==================== design 1
### Clock nets, design 1

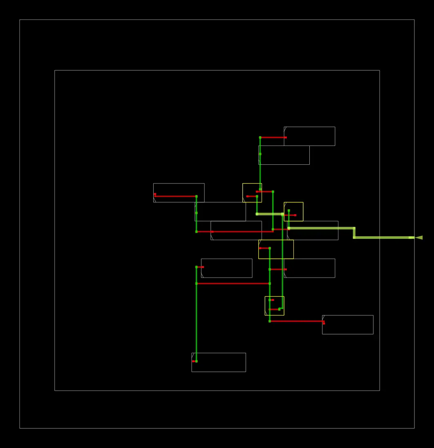
### Wires at chosen ports, followed through buffers, design 1

Scale: 6 px per um.
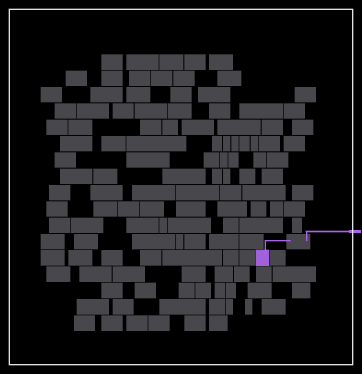
### Placement by cell class, design 1

Scale: 6 px per um. Fill, decap, tap and diode cells in grey.
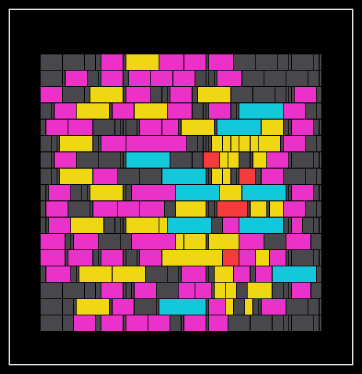
File: src/rtl/worldmap_port_arbiter.sv
// Round-robin arbiter sharing the worldmap RAM read port between the rojobot
// core (requester 0) and the display/icon logic (requester 1).
module worldmap_port_arbiter #(
  parameter int unsigned ADDR_W     = 14,
  parameter int unsigned DATA_W     = 2,
  parameter int unsigned RD_LATENCY = 1
) (
  input  logic              clk_in,
  input  logic              reset,
  input  logic              req0,
  input  logic [ADDR_W-1:0] addr0,
  output logic              gnt0,
  output logic [DATA_W-1:0] data0,
  output logic              valid0,
  input  logic              req1,
  input  logic [ADDR_W-1:0] addr1,
  output logic              gnt1,
  output logic [DATA_W-1:0] data1,
  output logic              valid1,
  output logic              mem_en,
  output logic [ADDR_W-1:0] mem_addr,
  input  logic [DATA_W-1:0] mem_data
);

  localparam int unsigned TAIL = RD_LATENCY - 1;

  logic                  last;
  logic                  sel;
  logic                  win0;
  logic                  win1;
  logic                  pick;
  logic [RD_LATENCY-1:0] tag_v;
  logic [RD_LATENCY-1:0] tag_id;

  // Round-robin pick: on contention the requester not granted last time wins.
  always_comb begin
    win0 = 1'b0;
    win1 = 1'b0;
    if (!reset) begin
      if (req0 && (!req1 || last)) begin
        win0 = 1'b1;
      end else if (req1) begin
        win1 = 1'b1;
      end
    end
  end

  assign gnt0   = win0;
  assign gnt1   = win1;
  assign mem_en = win0 | win1;

  // Idle cycles keep steering the RAM address from the last granted requester.
  assign pick     = mem_en ? win1 : sel;
  assign mem_addr = pick ? addr1 : addr0;

  always_ff @(posedge clk_in) begin
    if (reset) begin
      last   <= 1'b1;
      sel    <= 1'b0;
      tag_v  <= '0;
      tag_id <= '0;
      data0  <= '0;
      data1  <= '0;
      valid0 <= 1'b0;
      valid1 <= 1'b0;
    end else begin
      if (mem_en) begin
        last <= win1;
        sel  <= win1;
      end
      tag_v[0]  <= mem_en;
      tag_id[0] <= win1;
      for (int i = 1; i < int'(RD_LATENCY); i++) begin
        tag_v[i]  <= tag_v[i-1];
        tag_id[i] <= tag_id[i-1];
      end
      // The tail tag lines up with mem_data for the read it tracks.
      valid0 <= tag_v[TAIL] & ~tag_id[TAIL];
      valid1 <= tag_v[TAIL] & tag_id[TAIL];
      if (tag_v[TAIL]) begin
        if (tag_id[TAIL]) begin
          data1 <= mem_data;
        end else begin
          data0 <= mem_data;
        end
      end
    end
  end

endmodule

File: config.mk
export PLATFORM = sky130hd
export DESIGN_NAME = worldmap_port_arbiter
export DESIGN_NICKNAME = d
export VERILOG_FILES = /design/src/rtl/worldmap_port_arbiter.sv
export SDC_FILE = /design/constraint.sdc
export NUM_CORES = 1
export LEC_CHECK = 0
export CAP_MARGIN = 25
export CORE_AREA = 5 5 52 54
export CTS_CLUSTER_DIAMETER = 150
export DETAILED_ROUTE_END_ITERATION = 6
export DIE_AREA = 0 0 57 59
export MAX_ROUTING_LAYER = met4
export PLACE_DENSITY = 0.76
export SLEW_MARGIN = 10
export SYNTH_ARGS = -nofsm -noshare
export SYNTH_HDL_FRONTEND = slang
export SYNTH_SLANG_ARGS = --single-unit
File: constraint.sdc
create_clock -name clk_in -period 1.85 [get_ports clk_in]
set_clock_uncertainty 0.1 [all_clocks]
set_input_delay 0.37 -clock clk_in [delete_from_list [all_inputs] [get_ports clk_in]]
set_output_delay 0.37 -clock clk_in [all_outputs]
set_load 0.005 [all_outputs]
==> impl_metrics.tcl <==
# implementation run metrics
set metrics [dict create \
    timing.max_cap.violations 0 \
    edf_count 0 \
    dpl.hpwl_mm 1.65 \
    gr-usage-all-layers_pct 11.9 \
    p_per_area_mw_per_mm2 539 \
    wl_per_cell_um 13.2 \
    ys_chip_area_sq_um 617 \
    cpLargestDelayFamily "buffers and inverters" \
    drt_pre_antenna_iters 4 \
    end_kind "output pin" \
    ir_worst_vdd_uv 271 \
    cp.arrival_ps 1610 \
    gp_congestion 0.701 \
    met2_length_mm 1.07 \
    grt_pass1_vias 690 \
    die_h_um 59 \
    path_clk_slew_ps 70 \
    ys_top_logic_family "multiplexers" \
    num-nets-final 162 \
    grt_max_degree 8 \
    layout_top_cells "36 x clkdlybuf4s50_1, 18 x buf_6, 14 x mux2_4, 9 x dfxtp_1, 9 x buf_4" \
    ys_sh_aoi_pct 8.52 \
    drt_wl_total_mm 2.05 \
    holdCritStartpoint "reset" \
    setup_viol 15 \
    most_common_cell "dfxtp_1" \
    grt_overflow 0 \
    critPathBufInv 3 \
    violations "negative setup slack" \
    crit_type "reg -> out" \
    cp_slowest_cell "dfxtp_2" \
    logic_area_sq_um 408 \
    via_per_inst 4.31 \
    ys_cells 54 \
    crit_start "last" \
    flop_area_sq_um 201 \
    drc 0 \
    syn_to_final_growth_pct 132 \
    vias 668 \
    reg2reg_from "last" \
    dr.max_layer_used "met3" \
    numCtsBuffers 3 \
    relSlewSlack_pct 85.1 \
    synthAdderAreaFrac_pct 0 \
    openroad.warnings 28 \
    crit_required_ps 1380 \
    status "finished with violations" \
    final_layout_size_suffix_gt1_share_pct 47.2 \
    crit_chain "and2b_4, o2bb2ai_4, buf_12, buf_12, mux2_4, buf_6" \
    ant_nets 0 \
    ys_sh_mux_pct 34.3 \
    worst_slack_ps -232 \
    num_antenna_cells 0 \
    synthFlopType "dfxtp_1" \
    fin_crit_sh_pct 113 \
    synth.area.top_cells "dfxtp_1 32%, mux2_4 22%, mux2_2 9.1%" \
    synth_nets 88 \
    die_area_sq_mm 0.00336 \
    cts_sinks 10 \
    post_cts_resized 93 \
    synth-xor-area-share_pct 0 \
    clk_path_buf_depth 2 \
    lay_top_count "clkdlybuf4s50_1" \
]
## Picture notes: 'Clock nets' of design 1
worst skew pair latency: 260 ps
Flops: 10
number of clock buffers in the layout: 4

## Picture notes: 'Wires at chosen ports, followed through buffers' of design 1
Key: `mem_en` = purple [direction output, edge right, end cells 1, buffers 1, wire 14.8 um]
IO Port Bufs: 56
I/O pin total: 57

## Picture notes: 'Placement by cell class' of design 1
Key: remaining logic cells = yellow [cells 42, share of their area 30%]; registers = cyan [cells 10, share of their area 14%]; remaining buffers and delay cells = magenta [cells 71, share of their area 53%]; clock drivers and dummy loads = red [cells 4, share of their area 2.6%]
row cnt: 17
Core Util, Final: 65.9%
sequential cell area share: 14.1%
fin area: 0.00143 sq mm
CORE AREA: 0.00217 sq mm

where the power goes:
part	switching (mW)	leakage [nW]	total, mW	internal [mW]
clock network	0.0778	0.0210	0.197	0.119
registers	0.00775	0.0819	0.235	0.228
logic	0.0954	0.559	0.338	0.242
final timing paths:
| path | endpoint | slack, ps | cells past startpoint |
|---|---|---|---|
| worst min register to register | data1[1] | 360 | 2 |
| worst min-delay path | register | 310 | 2 |
| worst max-delay path | mem_addr[9] | -230 | 6 |
| worst max register to register | tag_v | 450 | 6 |
final cells by class:
class                           count  area share, %
Timing Repair Buffer               71           51.9
Multi-Input combinational cell     40           28.5
Sequential cell                    10           14.1
Tap cell                           28           2.45
Clock buffer                        4           2.54
Inverter                            2          0.525
flip-flops by register name, summed over array words and instances (netlist names), named ones only:
register  cells
data0         2
data1         2
last          1
tag_id        1
tag_v         1
valid0        1
valid1        1
per-stage QoR:
stage,std cells,hold slack (ps)
finish,155,308
CTS,153,297
global route,155,334
detailed placement,146,353
global placement,146,350
floorplan,54,341
per-layer routing:
metal / global-route usage, % / up-vias
met5: - / -
met4: 2.98 / 0
met3: 2.83 / 0
met2: 21.9 / 32
met1: 12.9 / 302
li1: - / 334

==================== design 2
### Placement by cell class, design 2

Scale: 6 px per um. Fill, decap, tap and diode cells in grey.
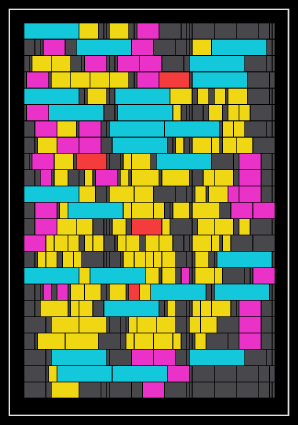
### Metal 2, design 2

Scale: 8 px per um. Cells faint in the background.
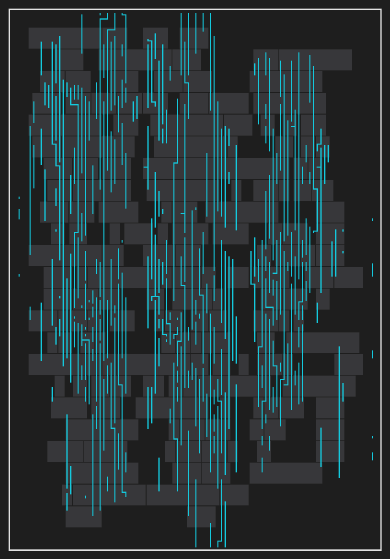
$ cat config.mk
export PLATFORM = sky130hd
export DESIGN_NAME = clear_screen
export DESIGN_NICKNAME = d
export VERILOG_FILES = /design/src/rtl/display_pkg.sv /design/src/rtl/raster_counter.sv /design/src/rtl/clear_screen.sv
export SDC_FILE = /design/constraint.sdc
export NUM_CORES = 1
export LEC_CHECK = 0
export CAP_MARGIN = 5
export CORE_ASPECT_RATIO = 1.5
export CORE_MARGIN = 2
export CORE_UTILIZATION = 53
export CTS_CLUSTER_SIZE = 12
export DETAILED_ROUTE_END_ITERATION = 10
export GPL_TIMING_DRIVEN = 0
export HOLD_SLACK_MARGIN = 0.05
export PLACE_DENSITY = 0.84
export RECOVER_POWER = 100
export SYNTH_ARGS = -nofsm -noshare
export SYNTH_HDL_FRONTEND = slang
export SYNTH_HIERARCHICAL = 1
export SYNTH_SLANG_ARGS = --single-unit
$ cat constraint.sdc
create_clock -name clock -period 4.79 [get_ports clock]
set_input_delay 0.958 -clock clock [delete_from_list [all_inputs] [get_ports clock]]
set_output_delay 0.958 -clock clock [all_outputs]
set_load 0.02 [all_outputs]
$ cat src/rtl/display_pkg.sv
// display_pkg: frame geometry, colour type and clear FSM states shared by the display blocks.
package display_pkg;
  localparam int COLOR_CHANNEL_DEPTH = 2;
  localparam int SCREEN_WIDTH = 160;
  localparam int SCREEN_HEIGHT = 120;
  typedef logic [3*COLOR_CHANNEL_DEPTH-1:0] colour_t;
  typedef enum logic [1:0] {IDLE = 2'd0, SWEEP = 2'd1, DONE = 2'd2} clear_state_t;
endpackage

$ cat src/rtl/raster_counter.sv
// raster_counter: row-major (x,y) walk over the frame, holding at the final pixel.
module raster_counter #(
  parameter int SCREEN_WIDTH = display_pkg::SCREEN_WIDTH,
  parameter int SCREEN_HEIGHT = display_pkg::SCREEN_HEIGHT
) (
  input  logic       clock,
  input  logic       resetn,
  input  logic       clear,
  input  logic       advance,
  output logic [7:0] x,
  output logic [6:0] y,
  output logic       last
);
  logic x_end;
  assign x_end = x == 8'(SCREEN_WIDTH - 1);
  assign last = x_end && y == 7'(SCREEN_HEIGHT - 1);
  always_ff @(posedge clock or negedge resetn)
    if (!resetn) begin
      x <= '0;
      y <= '0;
    end else if (clear) begin
      x <= '0;
      y <= '0;
    end else if (advance && !last) begin
      x <= x_end ? '0 : x + 8'd1;
      y <= x_end ? y + 7'd1 : y;
    end
endmodule

$ cat src/rtl/clear_screen.sv
// clear_screen: fills the frame buffer with bg_color one pixel per clock for the sequencer's clear phase.
module clear_screen #(
  parameter int COLOR_CHANNEL_DEPTH = display_pkg::COLOR_CHANNEL_DEPTH,
  parameter int SCREEN_WIDTH = display_pkg::SCREEN_WIDTH,
  parameter int SCREEN_HEIGHT = display_pkg::SCREEN_HEIGHT
) (
  input  logic                             clock,
  input  logic                             resetn,
  input  logic                             enable,
  input  logic [3*COLOR_CHANNEL_DEPTH-1:0] bg_color,
  input  logic                             pause,
  output logic                             done,
  output logic [7:0]                       x,
  output logic [6:0]                       y,
  output logic [3*COLOR_CHANNEL_DEPTH-1:0] colour,
  output logic                             writeEn
);
  import display_pkg::*;
  logic [1:0] state;
  logic       last, clear, advance;
  if (SCREEN_WIDTH > 256 || SCREEN_HEIGHT > 128 || SCREEN_WIDTH < 1 || SCREEN_HEIGHT < 1) begin : g_bad_size
    $error("clear_screen: frame %0dx%0d exceeds 8-bit x / 7-bit y counters", SCREEN_WIDTH, SCREEN_HEIGHT);
  end
  assign clear = state == IDLE ? enable : !(state inside {SWEEP, DONE});
  // A pixel presented with writeEn high is consumed on this edge, so move on even if pause arrives now.
  assign advance = state == SWEEP && enable && writeEn && !last;
  raster_counter #(.SCREEN_WIDTH(SCREEN_WIDTH), .SCREEN_HEIGHT(SCREEN_HEIGHT)) u_raster (
    .clock(clock), .resetn(resetn), .clear(clear), .advance(advance), .x(x), .y(y), .last(last)
  );
  always_ff @(posedge clock or negedge resetn)
    if (!resetn) begin
      state <= IDLE;
      done <= 1'b0;
      writeEn <= 1'b0;
      colour <= '0;
    end else begin
      case (state)
        IDLE: begin
          done <= 1'b0;
          writeEn <= enable;
          if (enable) begin
            state <= SWEEP;
            colour <= bg_color;
          end
        end
        SWEEP:
          if (!enable) begin
            state <= IDLE;
            writeEn <= 1'b0;
          end else if (writeEn && last) begin
            state <= DONE;
            writeEn <= 1'b0;
            done <= 1'b1;
          end else writeEn <= !pause;
        DONE: begin
          writeEn <= 1'b0;
          done <= enable;
          if (!enable) state <= IDLE;
        end
        default: begin
          state <= IDLE;
          writeEn <= 1'b0;
          done <= 1'b0;
          colour <= '0;
        end
      endcase
    end
endmodule

==> impl_metrics.tcl <==
# implementation run metrics
set metrics [dict create \
    power_leader "registers" \
    tightest_slew_ps 1640 \
    cp.arrival_ps 3340 \
    insertion_delay_ps 270 \
    flop_area_sq_um 626 \
    p_sw_uw 232 \
    grt_pass1_vias 1264 \
    dr.max_layer_used "met4" \
    fin_crit_sh_pct 65.4 \
    power_uw 631 \
    fin_crit_ps 3130 \
    synth.area.top_cells "dfrtp_1 44%, a22o_1 7.4%, ha_1 6.2%" \
    synth_area_per_cell_sq_um 10.2 \
    hold_buffers 0 \
    most_common_cell "dfrtp_1" \
    timing.max_cap.violations 1 \
    clock_skew_ps 4.34 \
    clockPowerShare_pct 19.8 \
    worstPathMaxFanout 10 \
    gr-usage-all-layers_pct 22.9 \
    fillers 208 \
    wl_met1_mm 1.25 \
    final_max_slew_viol_count 11 \
    lay_top_count "dfrtp_1" \
    ys_cells 139 \
    ir_worst_vdd_uv 250 \
    drt_pre_antenna_iters 4 \
    cp_slowest_cell "or4_2" \
    met2_length_mm 1.80 \
    final_layout_size_suffix_gt1_share_pct 10.3 \
    die_width_um 46.3 \
    top_area_share_pct 44.0 \
    crit_type "reg -> reg" \
    grt_max_degree 26 \
    dpl.hpwl_mm 2.41 \
    edf_count 0 \
    num_antenna_cells 0 \
    rsz0062_at_grt "false" \
    ys_sh_aoi_pct 20.6 \
    grt_pass1_wl_mm 5.32 \
    wl_met3_um 121 \
    violations "max-capacitance violations, max-slew violations" \
    end_kind "register" \
    max_stage_delay_ps 730 \
    finish.instance_area_sq_mm 0.00179 \
    ant_nets 0 \
    yosys_warnings 6 \
    pin_count 33 \
    pg_clk_uw 125 \
    critPathBufInv 0 \
    ys.flops 25 \
    simple_gate_area_share_pct 19.1 \
    numCtsBuffers 3 \
    path_clk_slew_ps 90 \
    status "finished with violations" \
    max_freq_mhz 319 \
]
## Picture notes: 'Placement by cell class' of design 2
Key: registers = cyan [cells 25, share of their area 36%]; remaining buffers and delay cells = magenta [cells 36, share of their area 19%]; clock drivers and dummy loads = red [cells 4, share of their area 2.7%]; remaining logic cells = yellow [cells 109, share of their area 42%]
Core Util, Final: 68.5%
row cnt: 23

## Picture notes: 'Metal 2' of design 2
172 nets have wire on it. The layer holds 55% of the routed length. The longest straight run is 35.7 um. The layer carries 1,800 um of wire.
M2 GR Usage: 42.5%
DR vias: 1,270
final wirelength: 3.24 mm

## layout make-up
class	count	share of cell area, %
inverter	8	1.67
sequential	25	34.9
multi-input combinational	101	39.7
clock inverter	1	0.279
clock buffer	3	2.30
buffer	5	1.26
timing repair buffer	31	17.3
tap	37	2.58
## stage by stage
step / util, % / setup WS, ps / std cells
final: 68.5 / 1660 / 211
after global routing: 68.5 / 1520 / 211
after CTS: 69.7 / 1640 / 211
after detailed placement: 67.9 / 1590 / 207
after global placement: 67.9 / 1630 / 207
after floorplan: - / 1920 / 139
## state kept, by name (all words and copies together), names as in the netlist
signal,cells
done,1
writeEn,1
u_raster/y,7
state,2
colour,6
u_raster/x,8
## path summary, 6_finish.rpt
kind	start	end	slack, ps	cells after the start
worst max-delay path	u_raster/x[0]	u_raster/x[3]	1660	7
worst min-delay path	colour[5]	colour[5]	550	1
worst max register to register	u_raster/x[0]	u_raster/x[3]	1660	7
worst min register to register	colour[5]	colour[5]	550	1
max in group asynchronous	resetn	u_raster/x[7]	2750	1
min in group asynchronous	resetn	u_raster/x[2]	1360	1


==> notes/layouts.md <==
Pictures saved along the way, in no particular order.

Clock distribution.
Scale: 8 px per um.
(a)
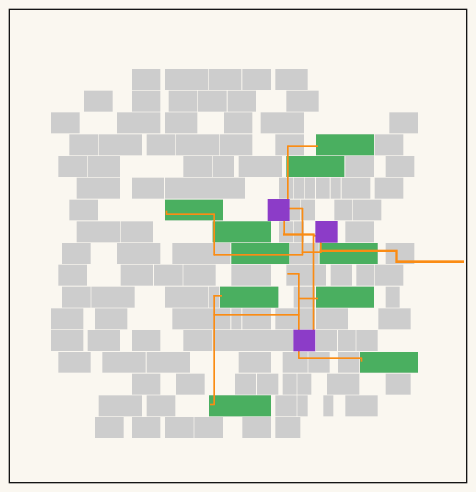
(b)
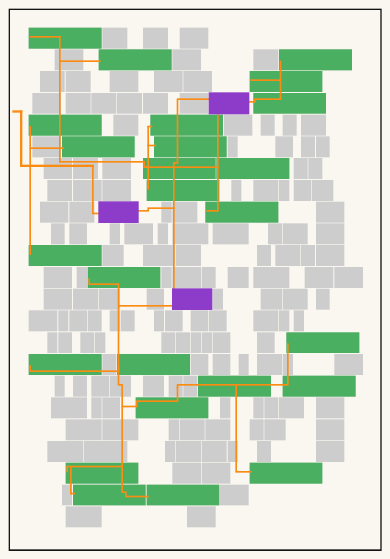
The one with the most sequential cells is (b).
For design 1, see (a).
For design 2, see (b).

Key to (b):
Key: flip-flops = green [count 25]; clock-net drivers = purple [count 3]; clock wires = orange [length 276 um]
There are 4 routed clock nets.

No activity file was given, so power comes from the tool's default toggle rates.
